# design 1

### src/rtl/piso_serializer.sv
// piso_serializer: parallel-in / serial-out word serializer with a
// valid/ready load handshake and a strobe for a downstream SIPO stage.
//
// Parameters:
//   SIZE - word width in bits (>= 2)
//   DIV  - clock cycles per serial bit (>= 1)
//
// Ports:
//   clk        - single clock, all state on its rising edge
//   reset      - synchronous active-high reset
//   load_valid - upstream presents a word on p_in
//   load_ready - block accepts a word this cycle (high only in IDLE)
//   p_in       - parallel word to serialize
//   shift      - one-cycle strobe: downstream captures s_out
//   s_out      - serial data, MSB first (0 outside SHIFT)
//   busy       - word in flight (SHIFT or DONE)
//   done       - one-cycle pulse after the last bit is strobed
module piso_serializer #(
  parameter int SIZE = 256,
  parameter int DIV  = 1
) (
  input  logic            clk,
  input  logic            reset,
  input  logic            load_valid,
  output logic            load_ready,
  input  logic [SIZE-1:0] p_in,
  output logic            shift,
  output logic            s_out,
  output logic            busy,
  output logic            done
);

  localparam int CNT_W = $clog2(SIZE + 1);
  localparam int DIV_W = (DIV > 1) ? $clog2(DIV) : 1;

  typedef enum logic [1:0] {
    S_IDLE,
    S_SHIFT,
    S_DONE
  } state_t;

  state_t            r_state;
  state_t            w_next;
  logic [SIZE-1:0]   r_sreg;
  logic [CNT_W-1:0]  r_bitcnt;
  logic [DIV_W-1:0]  r_divcnt;

  logic w_load;
  logic w_tick;
  logic w_last;

  // Bit strobe fires on the final divider count of each bit period.
  always_comb begin
    w_load = (r_state == S_IDLE) && load_valid;
    w_tick = (r_state == S_SHIFT) && (r_divcnt == DIV_W'(DIV - 1));
    w_last = w_tick && (r_bitcnt == CNT_W'(SIZE - 1));
  end

  always_ff @(posedge clk) begin
    if (reset) begin
      r_state <= S_IDLE;
    end else begin
      r_state <= w_next;
    end
  end

  always_comb begin
    w_next     = r_state;
    load_ready = 1'b0;
    shift      = 1'b0;
    s_out      = 1'b0;
    busy       = 1'b0;
    done       = 1'b0;
    case (r_state)
      S_IDLE: begin
        load_ready = 1'b1;
        if (w_load) begin
          w_next = S_SHIFT;
        end
      end
      S_SHIFT: begin
        busy  = 1'b1;
        shift = w_tick;
        s_out = r_sreg[SIZE-1];
        if (w_last) begin
          w_next = S_DONE;
        end
      end
      S_DONE: begin
        busy   = 1'b1;
        done   = 1'b1;
        w_next = S_IDLE;
      end
      default: begin
        w_next = S_IDLE;
      end
    endcase
  end

  always_ff @(posedge clk) begin
    if (reset) begin
      r_sreg   <= '0;
      r_bitcnt <= '0;
      r_divcnt <= '0;
    end else if (w_load) begin
      r_sreg   <= p_in;
      r_bitcnt <= '0;
      r_divcnt <= '0;
    end else if (r_state == S_SHIFT) begin
      if (w_tick) begin
        r_sreg   <= {r_sreg[SIZE-2:0], 1'b0};
        r_bitcnt <= r_bitcnt + 1'b1;
        r_divcnt <= '0;
      end else begin
        r_divcnt <= r_divcnt + 1'b1;
      end
    end
  end

endmodule

### config.mk
export PLATFORM = sky130hd
export DESIGN_NAME = piso_serializer
export DESIGN_NICKNAME = d
export VERILOG_FILES = /design/src/rtl/piso_serializer.sv
export SDC_FILE = /design/constraint.sdc
export NUM_CORES = 1
export LEC_CHECK = 0
export CAP_MARGIN = 20
export CORE_ASPECT_RATIO = 0.5
export CORE_MARGIN = 3
export CORE_UTILIZATION = 40
export DETAILED_ROUTE_END_ITERATION = 7
export PLACE_DENSITY = 0.63
export SLEW_MARGIN = 20
export SYNTH_ARGS = -nofsm -noshare
export SYNTH_HDL_FRONTEND = slang
export SYNTH_SLANG_ARGS = --single-unit
### constraint.sdc
create_clock -name clk -period 2.59 [get_ports clk]
set_clock_uncertainty 0.1 [all_clocks]
set_input_delay 0.518 -clock clk [delete_from_list [all_inputs] [get_ports clk]]
set_output_delay 0.518 -clock clk [all_outputs]
set_load 0.01 [all_outputs]
==> GITHUB_STEP_SUMMARY <==
## Implementation flow summary

| Metric | Value |
|---|---|
| Post-route antenna net violation count | 0 |
| Synth unique cells | 28 |
| Routed Wire Length | 32.3 mm |
| YS chip area | 0.0120 mm2 |
| Die footprint | 0.0321 mm2 |
| Hold WC Path Type | in2reg |
| Count of final setup violators | 0 |
| Status | finished clean |
| Most instantiated library cell after synthesis | nand2_1 |
| Worst hold endpoint | r_sreg[0] |
| Core area | 0.0292 mm2 |
| Critical Path AT | 1.90 ns |
| DRT iter0 DRCs | 710 |
| GR Layer Usage met2 | 34.8% |
| Comb. cell area | 0.00591 mm2 |
| Largest net degree at the start of global routing | 142 |
| Top routing layer in use | met4 |
| Via count | 11002 |
| Core Density at Floorplan | 40.9% |
## kinds of logic (layout without fill, tap and decap cells)
kind of cell,after synthesis,in the layout,share of synthesized area [%]
xor+xnor,6,6,0.440
fa+ha+maj,6,6,0.628
compound gates,262,262,22.7
flops,268,268,44.9
buf+inv,148,344,5.93
simple gates,798,798,25.4
mux,1,1,0.0837
## critical path, stage by stage, from the launching register on
cell and delay (ns):
dfxtp_1 0.41, inv_1 0.12, ha_1 0.32, clkdlybuf4s50_1 0.54
## state kept, by name, indices dropped and copies added, names as in the netlist
register and count:
r_sreg 256, r_bitcnt 9, r_state 2, r_divcnt 1
Figure 1. M1 wires (design 1).
The bar under the picture is 100 um long.
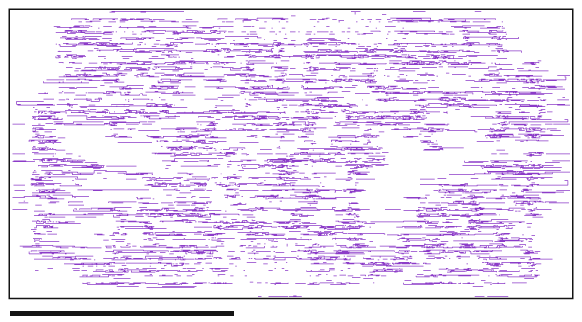
nets with wire on the layer: 1755
wire length on this layer: 14200 um


# design 2

Figure 2. M1 wires (design 2).
The bar under the picture is 20 um long.
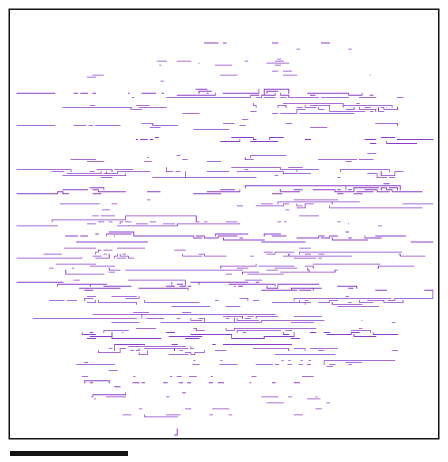
===== config.mk =====
export PLATFORM = sky130hd
export DESIGN_NAME = font_row_serializer
export DESIGN_NICKNAME = d
export VERILOG_FILES = /design/src/rtl/font_row_serializer.sv
export SDC_FILE = /design/constraint.sdc
export NUM_CORES = 1
export LEC_CHECK = 0
export ABC_AREA = 1
export CAP_MARGIN = 15
export CELL_PAD_IN_SITES_DETAIL_PLACEMENT = 0
export CELL_PAD_IN_SITES_GLOBAL_PLACEMENT = 1
export CORE_MARGIN = 2
export CORE_UTILIZATION = 31
export CTS_CLUSTER_DIAMETER = 60
export DETAILED_ROUTE_END_ITERATION = 7
export GPL_ROUTABILITY_DRIVEN = 0
export PLACE_DENSITY = 0.76
export SLEW_MARGIN = 20
export SYNTH_ARGS = -nofsm -noshare
export SYNTH_HDL_FRONTEND = slang
export SYNTH_SLANG_ARGS = --single-unit

===== constraint.sdc =====
create_clock -name reloj -period 1.4 [get_ports reloj]
set_clock_uncertainty 0.15 [all_clocks]
set_input_delay 0.42 -clock reloj [delete_from_list [all_inputs] [get_ports reloj]]
set_output_delay 0.42 -clock reloj [all_outputs]
set_load 0.02 [all_outputs]

===== src/rtl/font_row_serializer.sv =====
// Serializes one 8-pixel font row per character cell into registered RGB and overlay flag,
// keeping tick, video-active and column aligned with the glyph-address plus ROM read latency.
module font_row_serializer #(
    parameter int LAT = 2
) (
    input  logic        reloj,
    input  logic        resetM,
    input  logic        pix_tick,
    input  logic        video_on,
    input  logic [2:0]  col_px,
    input  logic [7:0]  rom_data,
    input  logic [11:0] fg_rgb,
    input  logic [11:0] bg_rgb,
    output logic [11:0] rgb,
    output logic        pix_on
);

    logic [LAT-1:0] tick_d;
    logic [LAT-1:0] vo_d;
    logic [2:0]     col_d [LAT];
    logic [7:0]     shreg;
    logic           tick_l;
    logic           vo_l;
    logic [2:0]     col_l;
    logic           pix_bit;

    assign tick_l = tick_d[LAT-1];
    assign vo_l   = vo_d[LAT-1];
    assign col_l  = col_d[LAT-1];

    // Alignment chains run every clock so the tail stage lines up with rom_data.
    always_ff @(posedge reloj) begin
        if (resetM) begin
            tick_d <= '0;
            vo_d   <= '0;
            for (int i = 0; i < LAT; i++) begin
                col_d[i] <= 3'd0;
            end
        end else begin
            // NOTE: registers use non-blocking assignments so every stage samples
            // the previous stage's pre-edge value, giving a true shift chain.
            tick_d[0] <= pix_tick;
            vo_d[0]   <= video_on;
            col_d[0]  <= col_px;
            for (int i = 1; i < LAT; i++) begin
                tick_d[i] <= tick_d[i-1];
                vo_d[i]   <= vo_d[i-1];
                col_d[i]  <= col_d[i-1];
            end
        end
    end

    always_comb begin
        // NOTE: default first so every path assigns pix_bit and no latch is inferred.
        pix_bit = 1'b0;
        if (vo_l) begin
            pix_bit = (col_l == 3'd0) ? rom_data[7] : shreg[6];
        end
    end

    // Load on column 0, shift otherwise; blanking clears so a mid-cell entry shows background.
    always_ff @(posedge reloj) begin
        if (resetM) begin
            shreg  <= 8'h00;
            rgb    <= 12'h000;
            pix_on <= 1'b0;
        end else if (tick_l) begin
            if (!vo_l) begin
                shreg  <= 8'h00;
                rgb    <= 12'h000;
                pix_on <= 1'b0;
            end else begin
                shreg  <= (col_l == 3'd0) ? rom_data : {shreg[6:0], 1'b0};
                pix_on <= pix_bit;
                rgb    <= pix_bit ? fg_rgb : bg_rgb;
            end
        end
    end

endmodule

==> GITHUB_STEP_SUMMARY <==
## Implementation flow summary

| Metric | Value |
|---|---|
| Max-slew violation count | 0 |
| Status | finished clean |
| Critical path depth | 7 |
| Via count | 1373 |
| Core Util, Final | 50.2% |
| Seq share, synth | 41.4% |
| Gr busiest metal | met2 |
| Die footprint | 0.00524 mm2 |
| TritonCTS clock tree | yes |
| Synth unique cells | 20 |
| Die height | 72.4 um |
| RSZ-0062 raised after global routing | yes |
| Crit-path leading delay family | simple AND/OR/NAND/NOR gates |
| FF/Latch Area | 606 um2 |
| Tapcell count | 52 |
About Figure 2:
nets with wire on the layer: 267
longest straight run: 30.8 um
main direction: horizontal

[state kept, by name, indices dropped and copies added (netlist names)]
register,count
rgb,12
shreg,7
col_d,6
tick_d,2
vo_d,2
pix_on,1
[repair_timing]
action	4_1_cts	5_1_grt
pin swaps	4	14
resized	56	16
cloned	1	0
setup endpoints to repair	26	20
setup buffers	1	3
[power by group]
part,internal [mW],switching (mW)
registers,0.873,0.0113
logic,0.181,0.150
clock network,0.394,0.320
total,1.45,0.481

# design 3

Figure 3. M1 wires (design 3).
The bar under the picture is 50 um long.
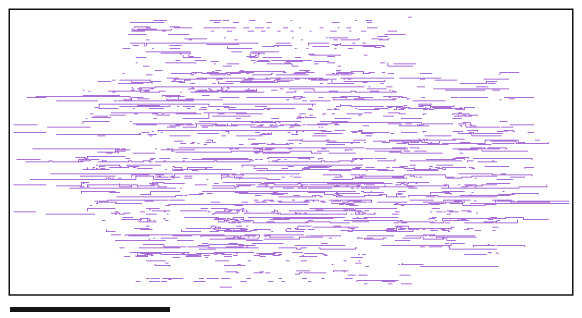
[config.mk]
export PLATFORM = sky130hd
export DESIGN_NAME = board_cell_streamer
export DESIGN_NICKNAME = d
export VERILOG_FILES = /design/src/rtl/board_cell_streamer.sv
export SDC_FILE = /design/constraint.sdc
export NUM_CORES = 1
export LEC_CHECK = 0
export CAP_MARGIN = 15
export CORE_ASPECT_RATIO = 0.5
export CORE_UTILIZATION = 32
export CTS_BUF_LIST = sky130_fd_sc_hd__clkbuf_8 sky130_fd_sc_hd__clkbuf_16
export CTS_CLUSTER_DIAMETER = 80
export DETAILED_ROUTE_END_ITERATION = 12
export GPL_TIMING_DRIVEN = 0
export PLACE_DENSITY = 0.6
export SYNTH_ARGS = -nofsm -noshare
export SYNTH_HDL_FRONTEND = slang
export SYNTH_SLANG_ARGS = --single-unit
[constraint.sdc]
create_clock -name clk -period 2.8 [get_ports clk]
set_input_delay 0.7 -clock clk [delete_from_list [all_inputs] [get_ports clk]]
set_output_delay 0.7 -clock clk [all_outputs]
set_load 0.03 [all_outputs]
[src/rtl/board_cell_streamer.sv]
// Snapshots the 4x4 game board and streams it one cell per beat over valid/ready,
// re-streaming on board change or refresh and publishing per-frame max/empty stats.
module board_cell_streamer #(
  parameter int RANGE = 4,
  parameter int CELLS = 16
) (
  input  logic                     clk,
  input  logic                     rst,
  input  logic [RANGE*CELLS-1:0]   board,
  input  logic                     refresh,
  output logic                     out_valid,
  input  logic                     out_ready,
  output logic [3:0]               cell_idx,
  output logic [RANGE-1:0]         cell_val,
  output logic                     cell_empty,
  output logic                     sof,
  output logic                     eof,
  output logic                     busy,
  output logic                     frame_done,
  output logic [RANGE-1:0]         max_exp,
  output logic [4:0]               empty_count,
  output logic [1:0]               state_dbg
);

  typedef enum logic [1:0] {
    IDLE   = 2'd0,
    LOAD   = 2'd1,
    STREAM = 2'd2,
    DONE   = 2'd3
  } state_t;

  state_t                   state_q, state_d;
  logic [RANGE*CELLS-1:0]   snapshot_q;
  logic                     pending_q, pending_d;
  logic [3:0]               idx_q;
  logic [RANGE-1:0]         acc_max_q;
  logic [4:0]               acc_empty_q;
  logic [RANGE-1:0]         max_exp_q;
  logic [4:0]               empty_count_q;
  logic                     xfer;
  logic                     last_cell;

  // Handshake: a beat transfers on a rising edge where out_valid and out_ready are
  // both high; once out_valid rises it stays high with a stable payload until the
  // eof beat transfers.
  assign out_valid  = (state_q == STREAM);
  assign xfer       = out_valid & out_ready;
  assign last_cell  = (idx_q == 4'(CELLS - 1));

  assign cell_idx   = idx_q;
  assign cell_val   = snapshot_q[RANGE*int'(idx_q) +: RANGE];
  assign cell_empty = (cell_val == '0);
  assign sof        = (idx_q == 4'd0);
  assign eof        = last_cell;
  assign busy       = (state_q != IDLE);
  assign frame_done = (state_q == DONE);
  assign max_exp     = max_exp_q;
  assign empty_count = empty_count_q;
  assign state_dbg   = state_q;

  always_comb begin
    state_d = state_q;
    unique case (state_q)
      IDLE:    if ((board != snapshot_q) || pending_q) state_d = LOAD;
      LOAD:    state_d = STREAM;
      STREAM:  if (xfer && last_cell) state_d = DONE;
      DONE:    state_d = IDLE;
      default: state_d = IDLE;
    endcase
  end

  // A refresh arriving in the same cycle as the LOAD entry must survive, so it wins.
  always_comb begin
    pending_d = pending_q;
    if (refresh)
      pending_d = 1'b1;
    else if (state_q == IDLE && state_d == LOAD)
      pending_d = 1'b0;
  end

  always_ff @(posedge clk or negedge rst) begin
    if (!rst) begin
      state_q   <= IDLE;
      pending_q <= 1'b1;
    end else begin
      state_q   <= state_d;
      pending_q <= pending_d;
    end
  end

  always_ff @(posedge clk or negedge rst) begin
    if (!rst) begin
      snapshot_q    <= '0;
      idx_q         <= '0;
      acc_max_q     <= '0;
      acc_empty_q   <= '0;
      max_exp_q     <= '0;
      empty_count_q <= '0;
    end else begin
      unique case (state_q)
        LOAD: begin
          snapshot_q  <= board;
          idx_q       <= '0;
          acc_max_q   <= '0;
          acc_empty_q <= '0;
        end
        STREAM: begin
          if (xfer) begin
            if (cell_val > acc_max_q) acc_max_q <= cell_val;
            acc_empty_q <= acc_empty_q + 5'(cell_empty);
            idx_q       <= idx_q + 4'd1;
          end
        end
        DONE: begin
          max_exp_q     <= acc_max_q;
          empty_count_q <= acc_empty_q;
        end
        default: ;
      endcase
    end
  end

endmodule

==> GITHUB_STEP_SUMMARY <==
## Implementation flow summary

| Metric | Value |
|---|---|
| CTS Hold Bufs | 0 |
| Crit-path max FO | 6 |
| Clock buf count | 10 |
| Most instantiated library cell after synthesis | dfrtp_1 |
| Placed cells | 667 |
| Logic share of the area | 39.1% |
| Failing checks | setup timing |
| Metal2 WL | 5.78 mm |
| Post-route antenna net violation count | 0 |
| Count of final setup violators | 8 |
| H-tree Lvls | 3 |
| Critical Path AT | 2.38 ns |
| Synth area leaders | dfrtp_1 (46%), mux2_2 (16%), xor2_1 (10%) |
| Dominant cell area share | 45.7% |
| Final Non-Filler Cells | 695 |
| Worst Slack Setup Final | -0.279 ns |
| Max-slew violation count | 0 |
| EDFF count, synth | 0 |
| Fmax | 325 MHz |
| DRC | 0 |
| Gate power share | 54.7% |
| Gr busiest metal | met2 |
| Post-synthesis cell count | 376 |
| GR Util met3 | 4.25% |
| Sink Count | 89 |
| YS chip area | 0.00482 mm2 |
| Status | complete, but fails checks |
| Final nets | 572 |
| Leading power group | combinational cells |
| Buf+Inv Stages, Crit Path | 4 |
Notes on Figure 3 above:
share of all routed wire: 49%
longest straight run: 58.0 um

## cells by family (layout without fill, tap and decap cells)
group	after synthesis	count (layout)	synth area share (%)
muxes	101	101	27.1
DFF	89	89	46.3
xor gates and xnor gates	58	58	10.5
and+or+nand+nor	53	53	6.03
buffers and inverters	36	157	3.22
AOI/OAI and AO/OA	27	27	3.72
adders and majority gates	12	12	3.12
## registers in the layout (all words and copies together), names as in the netlist
name	count
acc_max_q	4
snapshot_q	64
max_exp	4
pending_q	1
empty_count	5
state_dbg	2
acc_empty_q	5
cell_idx	4

# design 4

Figure 4. M1 wires (design 4).
The bar under the picture is 50 um long.
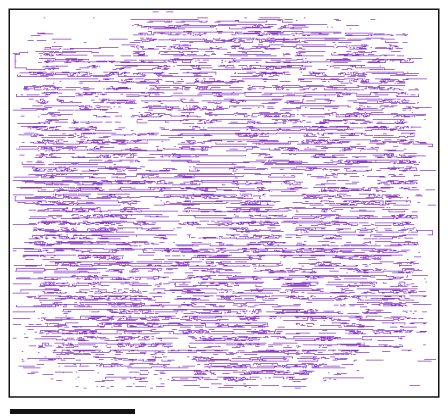
Figure 5. Signal wires on met2 (design 4).
The bar under the picture is 50 um long. Cells faint in the background.
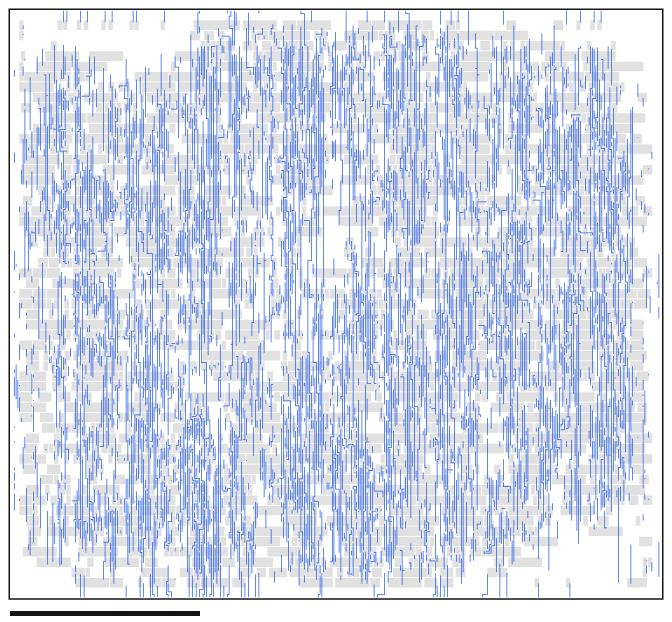
<file path="config.mk">
export PLATFORM = sky130hd
export DESIGN_NAME = instr_fetch_unit
export DESIGN_NICKNAME = d
export VERILOG_FILES = /design/src/rtl/types_pkg.sv /design/src/rtl/instr_fetch_unit_queue.sv /design/src/rtl/instr_fetch_unit_rom.sv /design/src/rtl/instr_fetch_unit.sv
export SDC_FILE = /design/constraint.sdc
export NUM_CORES = 1
export LEC_CHECK = 0
export ABC_AREA = 1
export CAP_MARGIN = 20
export CORE_ASPECT_RATIO = 0.9
export CORE_MARGIN = 2
export CORE_UTILIZATION = 60
export DETAILED_ROUTE_END_ITERATION = 16
export GPL_ROUTABILITY_DRIVEN = 1
export PLACE_DENSITY = 0.8
export SYNTH_ARGS = -nofsm -noshare
export SYNTH_HDL_FRONTEND = slang
export SYNTH_SLANG_ARGS = --single-unit
</file>
<file path="constraint.sdc">
create_clock -name clk -period 3.1 [get_ports clk]
set_input_delay 0.31 -clock clk [delete_from_list [all_inputs] [get_ports clk]]
set_output_delay 0.31 -clock clk [all_outputs]
set_load 0.03 [all_outputs]
</file>
<file path="src/rtl/types_pkg.sv">
// Shared types and constants for the instruction fetch unit.
package types_pkg;

    typedef logic [31:0] DATA_BUS;

    // One fetched instruction together with its address and fall-through address.
    typedef struct packed {
        DATA_BUS pc;
        DATA_BUS instr;
        DATA_BUS pc_plus4;
    } FETCH_ENTRY;

    localparam int unsigned INSTR_BYTES = 32'd4;

    // Force a fetch target onto a word boundary.
    function automatic DATA_BUS align_word(input DATA_BUS addr);
        return {addr[31:2], 2'b00};
    endfunction

    // Build a queue entry; the fall-through address wraps modulo 2^32.
    function automatic FETCH_ENTRY make_entry(input DATA_BUS pc, input DATA_BUS instr);
        FETCH_ENTRY e;
        e.pc       = pc;
        e.instr    = instr;
        e.pc_plus4 = pc + DATA_BUS'(INSTR_BYTES);
        return e;
    endfunction

endpackage

</file>
<file path="src/rtl/instr_fetch_unit_queue.sv">
// Circular FIFO of fetched entries with push, pop, flush and occupancy count.
// Flush wins over a push or pop in the same cycle.
module fetch_queue
    import types_pkg::*;
#(
    parameter  int QDEPTH = 4,
    localparam int PW     = $clog2(QDEPTH),
    localparam int CW     = PW + 1
) (
    input  logic          clk,
    input  logic          rst,
    input  logic          push,
    input  FETCH_ENTRY    push_data,
    input  logic          pop,
    input  logic          flush,
    output FETCH_ENTRY    head,
    output logic [CW-1:0] count,
    output logic          not_empty
);

    FETCH_ENTRY    mem_r [QDEPTH];
    logic [PW-1:0] wr_ptr_r;
    logic [PW-1:0] rd_ptr_r;
    logic [CW-1:0] count_r;
    logic          not_empty_r;

    logic          push_ok_s;
    logic          pop_ok_s;
    logic [CW-1:0] count_nxt_s;

    // Qualify push/pop against flush and emptiness, and work out the next count.
    always_comb begin
        push_ok_s   = push & ~flush;
        pop_ok_s    = pop & not_empty_r & ~flush;
        count_nxt_s = count_r;
        if (flush) begin
            count_nxt_s = {CW{1'b0}};
        end else begin
            case ({push_ok_s, pop_ok_s})
                2'b10:   count_nxt_s = count_r + CW'(1'b1);
                2'b01:   count_nxt_s = count_r - CW'(1'b1);
                default: count_nxt_s = count_r;
            endcase
        end
    end

    // Entry storage; cleared on reset so the head reads zero while in reset.
    always_ff @(posedge clk or negedge rst) begin
        if (!rst) begin
            for (int i = 0; i < QDEPTH; i++) begin
                mem_r[i] <= '0;
            end
        end else if (push_ok_s) begin
            mem_r[wr_ptr_r] <= push_data;
        end
    end

    // Pointers, count and the registered not-empty flag.
    always_ff @(posedge clk or negedge rst) begin
        if (!rst) begin
            wr_ptr_r    <= {PW{1'b0}};
            rd_ptr_r    <= {PW{1'b0}};
            count_r     <= {CW{1'b0}};
            not_empty_r <= 1'b0;
        end else begin
            if (flush) begin
                wr_ptr_r <= {PW{1'b0}};
                rd_ptr_r <= {PW{1'b0}};
            end else begin
                if (push_ok_s) begin
                    wr_ptr_r <= wr_ptr_r + PW'(1'b1);
                end
                if (pop_ok_s) begin
                    rd_ptr_r <= rd_ptr_r + PW'(1'b1);
                end
            end
            count_r     <= count_nxt_s;
            not_empty_r <= (count_nxt_s != {CW{1'b0}});
        end
    end

    assign head      = mem_r[rd_ptr_r];
    assign count     = count_r;
    assign not_empty = not_empty_r;

endmodule

</file>
<file path="src/rtl/instr_fetch_unit_rom.sv">
// Instruction ROM with a registered read port. Word i of the image holds the
// value i, so fetched data directly identifies the word that was read.
module instr_rom
    import types_pkg::*;
#(
    parameter int ROM_AW = 12
) (
    input  logic              clk,
    input  logic              rst,
    input  logic              rd_en,
    input  logic [ROM_AW-1:0] rd_idx,
    output DATA_BUS           rd_data
);

    DATA_BUS rd_data_r;

    // ROM image lookup.
    function automatic DATA_BUS rom_word(input logic [ROM_AW-1:0] idx);
        return DATA_BUS'(idx);
    endfunction

    // Registered read: the word appears the cycle after the address; held when idle.
    always_ff @(posedge clk or negedge rst) begin
        if (!rst) begin
            rd_data_r <= 32'h0000_0000;
        end else if (rd_en) begin
            rd_data_r <= rom_word(rd_idx);
        end
    end

    assign rd_data = rd_data_r;

endmodule

</file>
<file path="src/rtl/instr_fetch_unit.sv">
// Instruction fetch unit: sequential PC generation, registered ROM read,
// credit-limited fetch queue, and redirect handling with flush of stale work.
module instr_fetch_unit
    import types_pkg::*;
#(
    parameter DATA_BUS RESET_PC = 32'h0000_0000,
    parameter int      ROM_AW   = 12,
    parameter int      QDEPTH   = 4
) (
    input  logic    clk,
    input  logic    rst,
    input  logic    redirect_en,
    input  DATA_BUS redirect_addr,
    input  logic    out_ready,
    output logic    out_valid,
    output DATA_BUS out_instr,
    output DATA_BUS out_pc,
    output DATA_BUS out_pc_plus4,
    output DATA_BUS fetch_pc,
    output logic    misalign_err
);

    localparam int CW = $clog2(QDEPTH) + 1;
    localparam int OW = CW + 1;

    DATA_BUS       fetch_pc_r;
    logic          inflight_r;
    DATA_BUS       inflight_pc_r;
    logic          misalign_r;

    logic          issue_s;
    logic          push_s;
    logic          pop_s;
    logic [OW-1:0] occupancy_s;
    logic [CW-1:0] count_s;
    logic          not_empty_s;
    FETCH_ENTRY    head_s;
    FETCH_ENTRY    push_entry_s;
    DATA_BUS       rom_data_s;

    // Issue a read only when every outstanding word is guaranteed a queue slot,
    // so a returning word can never find the queue full.
    always_comb begin
        occupancy_s = OW'(count_s) + OW'(inflight_r);
        if (redirect_en) begin
            issue_s = 1'b0;
        end else if (occupancy_s < OW'(QDEPTH)) begin
            issue_s = 1'b1;
        end else begin
            issue_s = 1'b0;
        end
    end

    // A redirect kills the returning word and discards any simultaneous pop.
    always_comb begin
        push_s       = inflight_r & ~redirect_en;
        pop_s        = not_empty_s & out_ready & ~redirect_en;
        push_entry_s = make_entry(inflight_pc_r, rom_data_s);
    end

    // Fetch PC: load aligned redirect target, otherwise advance on each issued read.
    always_ff @(posedge clk or negedge rst) begin
        if (!rst) begin
            fetch_pc_r <= RESET_PC;
        end else if (redirect_en) begin
            fetch_pc_r <= align_word(redirect_addr);
        end else if (issue_s) begin
            fetch_pc_r <= fetch_pc_r + DATA_BUS'(INSTR_BYTES);
        end
    end

    // In-flight tracking: the ROM word registered this cycle belongs to inflight_pc_r.
    always_ff @(posedge clk or negedge rst) begin
        if (!rst) begin
            inflight_r    <= 1'b0;
            inflight_pc_r <= 32'h0000_0000;
        end else begin
            inflight_r <= issue_s;
            if (issue_s) begin
                inflight_pc_r <= fetch_pc_r;
            end
        end
    end

    // Sticky misaligned-redirect flag, cleared only by reset.
    always_ff @(posedge clk or negedge rst) begin
        if (!rst) begin
            misalign_r <= 1'b0;
        end else if (redirect_en && (redirect_addr[1:0] != 2'b00)) begin
            misalign_r <= 1'b1;
        end
    end

    instr_rom #(
        .ROM_AW (ROM_AW)
    ) u_rom (
        .clk     (clk),
        .rst     (rst),
        .rd_en   (issue_s),
        .rd_idx  (fetch_pc_r[ROM_AW+1:2]),
        .rd_data (rom_data_s)
    );

    fetch_queue #(
        .QDEPTH (QDEPTH)
    ) u_queue (
        .clk       (clk),
        .rst       (rst),
        .push      (push_s),
        .push_data (push_entry_s),
        .pop       (pop_s),
        .flush     (redirect_en),
        .head      (head_s),
        .count     (count_s),
        .not_empty (not_empty_s)
    );

    assign out_valid    = not_empty_s;
    assign out_instr    = head_s.instr;
    assign out_pc       = head_s.pc;
    assign out_pc_plus4 = head_s.pc_plus4;
    assign fetch_pc     = fetch_pc_r;
    assign misalign_err = misalign_r;

endmodule

</file>
==> GITHUB_STEP_SUMMARY <==
## Implementation flow summary

| Metric | Value |
|---|---|
| Share of layout cells above drive strength 1 | 8.80% |
| Post-CTS Setup Bufs | 0 |
| Buf+Inv Stages, Crit Path | 2 |
| PwrDens | 820 mW/mm2 |
| Synth unique cells | 39 |
| Headroom to the max-slew limit | 38.9% |
| EDFF count, synth | 0 |
| Crit-path leading delay family | buffers and inverters |
| CTS Hold Bufs | 1 |
| Top routing layer in use | met4 |
| Status | finished clean |
| R2R cell count | 11 |
| CP startpoint kind | flop |
| Clock share of power | 26.4% |
| Vias/cell | 5.75 |
| Initial antenna violation count | 0 |
| Compound Share, Synth | 14.0% |
| Hold WC Path Type | in2reg |
| Number of cells in Yosys stat | 1916 |
| Sw Share | 36.6% |
| Leading power group | sequential cells |
About Figure 4:
wire length on this layer: 18200 um
main direction: horizontal

About Figure 5:
longest straight run: 56.4 um
nets with wire on the layer: 1639
wire length on this layer: 19500 um

-- area by class of cell --
cell class | instances | area [um2]
flip-flops and latches | 310 | 7760
fillers | 2000 | 7320
multi-input cells | 1399 | 6480
repair buffers | 167 | 1610
clock buffers | 45 | 878
well taps | 342 | 428
inverters | 91 | 343
clock inverters | 10 | 153
-- worst reg2reg max path: stages (launching register included) --
cell      delay, ns
dfrtp_1        0.39
inv_1          0.08
nor2_4         0.24
inv_1          0.08
ha_1           0.24
fa_1           0.40
nand2_1        0.07
nand2_1        0.04
nor2_1         0.12
nand2_1        0.06
nand2_1        0.07
o221ai_1       0.11

# design 5

<file path="src/rtl/fx2fp16_pipe.sv">
`default_nettype none
// +----------------------------------------------------------------------------+
// | Module   : fx2fp16_pipe                                                    |
// | Function : 3-stage two's-complement fixed-point to IEEE binary16 converter |
// | Revision : 1.0                                                             |
// +----------------------------------------------------------------------------+
module fx2fp16_pipe #(
  parameter int IN_W     = 16,
  parameter int FRAC_W   = 0,
  parameter int SAT_MODE = 0
) (
  input  logic            clk,
  input  logic            rst_n,
  input  logic            in_valid,
  output logic            in_ready,
  input  logic [IN_W-1:0] fixed_in,
  output logic            out_valid,
  input  logic            out_ready,
  output logic [15:0]     float_out,
  output logic [2:0]      out_flags
);

  // Fraction bits below the leading one plus 12 zero bits so guard/sticky exist for small p
  localparam int c_norm_w = IN_W + 11;

  logic w_adv;

  // Stage 1: sign / magnitude
  logic            w_sign;
  logic [IN_W-1:0] w_mag;
  logic            r1_valid;
  logic            r1_sign;
  logic [IN_W-1:0] r1_mag;

  // Stage 2: leading-one detect / normalise
  logic [5:0]          w_lead;
  logic [5:0]          w_shamt;
  logic                w_zero;
  logic [c_norm_w-1:0] w_ext;
  logic [c_norm_w-1:0] w_norm;
  logic signed [7:0]   w_exp;
  logic                r2_valid;
  logic                r2_sign;
  logic                r2_zero;
  logic signed [7:0]   r2_exp;
  logic [9:0]          r2_mant;
  logic                r2_guard;
  logic                r2_sticky;

  // Stage 3: round / pack
  logic              w_inc;
  logic [10:0]       w_mant_rnd;
  logic signed [7:0] w_exp_rnd;
  logic              w_unf;
  logic              w_ovf;
  logic [15:0]       w_float;
  logic [2:0]        w_flags;
  logic              r3_valid;
  logic [15:0]       r3_float;
  logic [2:0]        r3_flags;

  assign w_adv    = ~r3_valid | out_ready;
  assign in_ready = w_adv;

  assign w_sign = fixed_in[IN_W-1];
  assign w_mag  = w_sign ? (IN_W'(0) - fixed_in) : fixed_in;

  always_ff @(posedge clk or negedge rst_n) begin
    if (!rst_n) begin
      r1_valid <= 1'b0;
      r1_sign  <= 1'b0;
      r1_mag   <= '0;
    end else if (w_adv) begin
      r1_valid <= in_valid;
      r1_sign  <= w_sign;
      r1_mag   <= w_mag;
    end
  end

  always_comb begin
    w_lead = '0;
    for (int i = 0; i < IN_W; i++) begin
      if (r1_mag[i]) w_lead = 6'(i);
    end
  end

  // The leading one itself is dropped: shifting left moves it out of the top
  assign w_zero  = ~|r1_mag;
  assign w_shamt = 6'(IN_W - 1) - w_lead;
  assign w_ext   = {r1_mag[IN_W-2:0], 12'b0};
  assign w_norm  = w_ext << w_shamt;
  assign w_exp   = 8'(w_lead) - 8'(FRAC_W) + 8'd15;

  always_ff @(posedge clk or negedge rst_n) begin
    if (!rst_n) begin
      r2_valid  <= 1'b0;
      r2_sign   <= 1'b0;
      r2_zero   <= 1'b0;
      r2_exp    <= '0;
      r2_mant   <= '0;
      r2_guard  <= 1'b0;
      r2_sticky <= 1'b0;
    end else if (w_adv) begin
      r2_valid  <= r1_valid;
      r2_sign   <= r1_sign;
      r2_zero   <= w_zero;
      r2_exp    <= w_exp;
      r2_mant   <= w_norm[c_norm_w-1 -: 10];
      r2_guard  <= w_norm[c_norm_w-11];
      r2_sticky <= |w_norm[c_norm_w-12:0];
    end
  end

  // Round to nearest even; a carry out leaves mantissa bits [9:0] at zero
  assign w_inc      = r2_guard & (r2_mant[0] | r2_sticky);
  assign w_mant_rnd = {1'b0, r2_mant} + 11'(w_inc);
  assign w_exp_rnd  = r2_exp + $signed({7'b0, w_mant_rnd[10]});
  assign w_unf      = r2_exp < 8'sd1;
  assign w_ovf      = w_exp_rnd > 8'sd30;

  always_comb begin
    w_float = {r2_sign, w_exp_rnd[4:0], w_mant_rnd[9:0]};
    w_flags = {2'b00, r2_guard | r2_sticky};
    if (r2_zero) begin
      w_float = 16'h0000;
      w_flags = 3'b000;
    end else if (w_unf) begin
      w_float = {r2_sign, 15'h0000};
      w_flags = 3'b010;
    end else if (w_ovf) begin
      w_float = (SAT_MODE != 0) ? {r2_sign, 15'h7BFF} : {r2_sign, 15'h7C00};
      w_flags = 3'b100;
    end
  end

  always_ff @(posedge clk or negedge rst_n) begin
    if (!rst_n) begin
      r3_valid <= 1'b0;
      r3_float <= '0;
      r3_flags <= '0;
    end else if (w_adv) begin
      r3_valid <= r2_valid;
      r3_float <= w_float;
      r3_flags <= w_flags;
    end
  end

  assign out_valid = r3_valid;
  assign float_out = r3_float;
  assign out_flags = r3_flags;

endmodule
`default_nettype wire

</file>
<file path="config.mk">
export PLATFORM = sky130hd
export DESIGN_NAME = fx2fp16_pipe
export DESIGN_NICKNAME = d
export VERILOG_FILES = /design/src/rtl/fx2fp16_pipe.sv
export SDC_FILE = /design/constraint.sdc
export NUM_CORES = 1
export LEC_CHECK = 0
export CORE_ASPECT_RATIO = 0.8
export CORE_MARGIN = 8
export CORE_UTILIZATION = 55
export DETAILED_ROUTE_END_ITERATION = 10
export GPL_ROUTABILITY_DRIVEN = 0
export PLACE_DENSITY = 0.85
export SETUP_SLACK_MARGIN = 0.02
export SLEW_MARGIN = 20
export SYNTH_ARGS = -nofsm -noshare
export SYNTH_HDL_FRONTEND = slang
export SYNTH_SLANG_ARGS = --single-unit
</file>
<file path="constraint.sdc">
create_clock -name clk -period 4.39 [get_ports clk]
set_input_delay 0.439 -clock clk [delete_from_list [all_inputs] [get_ports clk]]
set_output_delay 0.439 -clock clk [all_outputs]
set_load 0.05 [all_outputs]
</file>
==> GITHUB_STEP_SUMMARY <==
## Implementation flow summary

| Metric | Value |
|---|---|
| Setup TNS | 0 ns |
| First-pass detailed-route iteration total | 5 |
| Headroom to the max-slew limit | 51.6% |
| R2R setup slack | 1.25 ns |
| Worst-skew pair later-pin latency | 0.34 ns |
| Worst path most repeated cell | ha_1 |
| CP cell instances | o21a_1 > ha_1 > ha_1 > nand3_1 > nor2_1 > and3_1 > and3_1 > ha_1 > ha_1 > xor2_1 > a22oi_1 > o21ai_0 > nand2_1 > nand2b_1 > o21ai_0 |
| Final Non-Filler Cells | 528 |
| Leading power group | combinational cells |
| Met3 WL post-DR | 484 um |
| Max-slew violation count | 0 |
| Wire length per cell | 15.1 um |
| Post-route antenna net violation count | 0 |
| Via count | 3116 |
| Yosys simple share | 19.5% |
| Pwr Total | 2.81 mW |
| Cell Area, Placed | 0.00393 mm2 |
| Status | finished clean |
| Clock share of power | 18.1% |
| Critical path depth | 15 |
| P_leak | 1.75 nW |
| Root buffer cell | clkbuf_8 |
-- worst register-to-register path, stage by stage, from the launching register on --
cell,delay (ns)
dfrtp_1,0.40
o21a_1,0.19
ha_1,0.19
ha_1,0.22
nand3_1,0.13
nor2_1,0.08
and3_1,0.20
and3_1,0.18
ha_1,0.21
ha_1,0.23
xor2_1,0.19
a22oi_1,0.08
o21ai_0,0.19
nand2_1,0.09
nand2b_1,0.28
o21ai_0,0.15
Figure 6. M1 wires (design 5).
The bar under the picture is 20 um long.
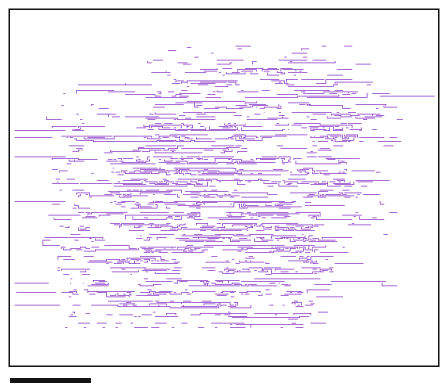
longest straight run: 20.2 um
wire length on this layer: 3610 um



==> layout pictures side by side <==
Signal wires on met2.
image #1
The bar under the picture is 50 um long. Cells faint in the background.
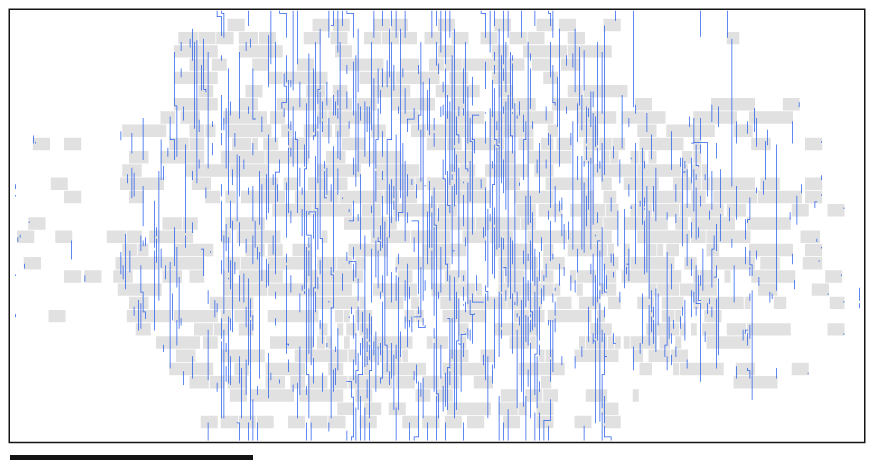
image #2
The bar under the picture is 100 um long. Cells faint in the background.
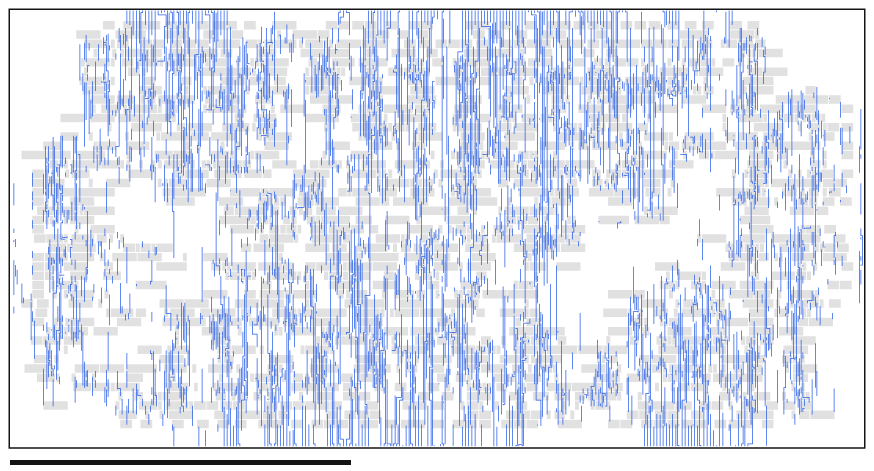
image #3
The bar under the picture is 20 um long. Cells faint in the background.
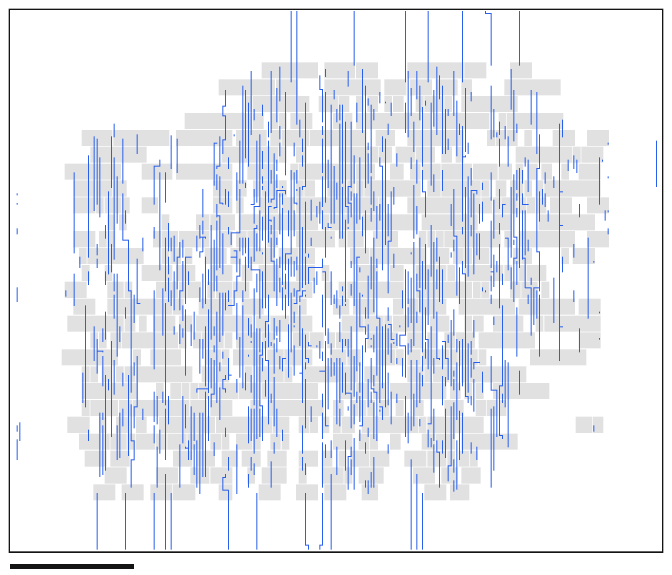
image #4
The bar under the picture is 20 um long. Cells faint in the background.
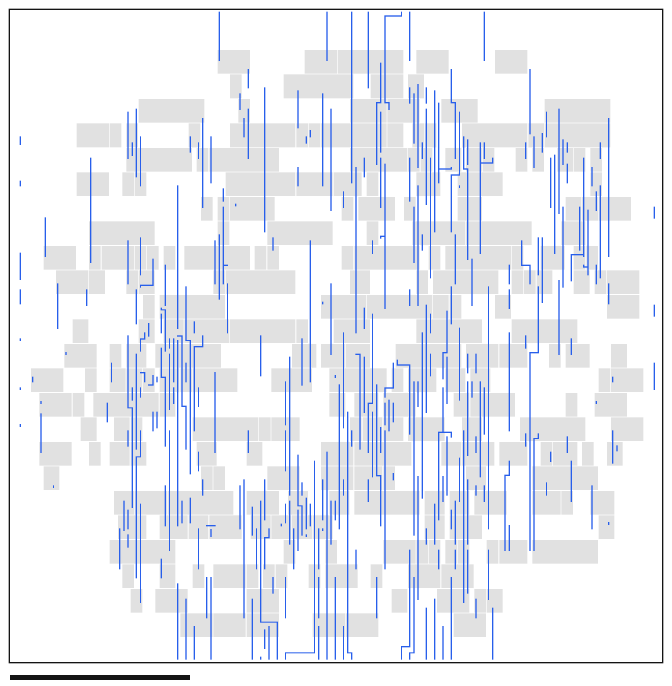
- design 1 = image #2
- design 2 = image #4
- design 5 = image #3
- design 3 = image #1


## Gallery

Metal 4.
(a)
The bar under the picture is 100 um long.
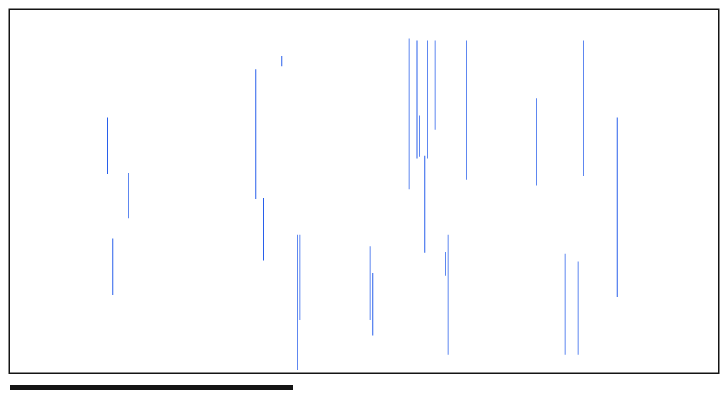
(b)
The bar under the picture is 20 um long.
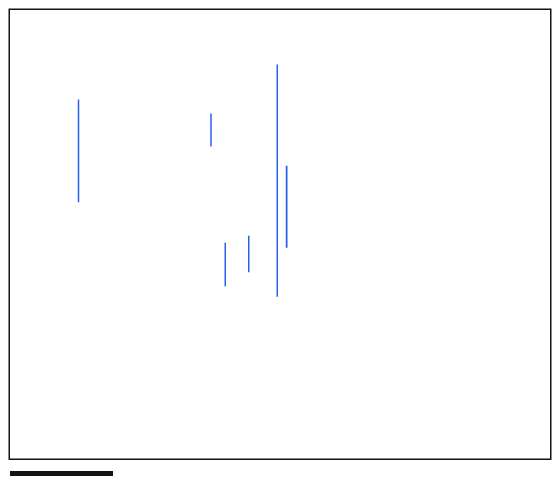
(c)
The bar under the picture is 50 um long.
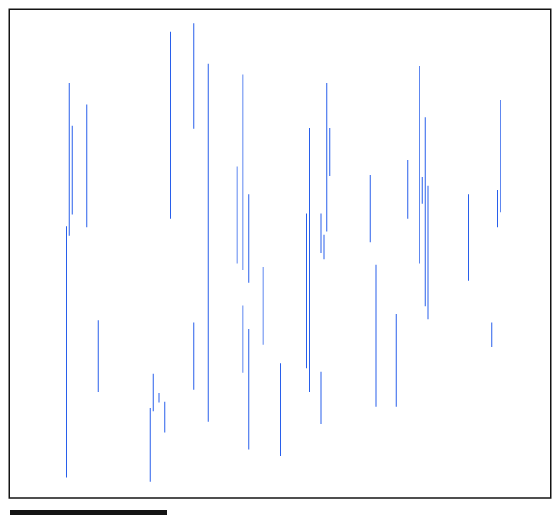
(c): design 4
(b): design 5
(a): design 1
- largest die: (a)
- smallest die: (b)

Power and IR drop assume default switching activity.
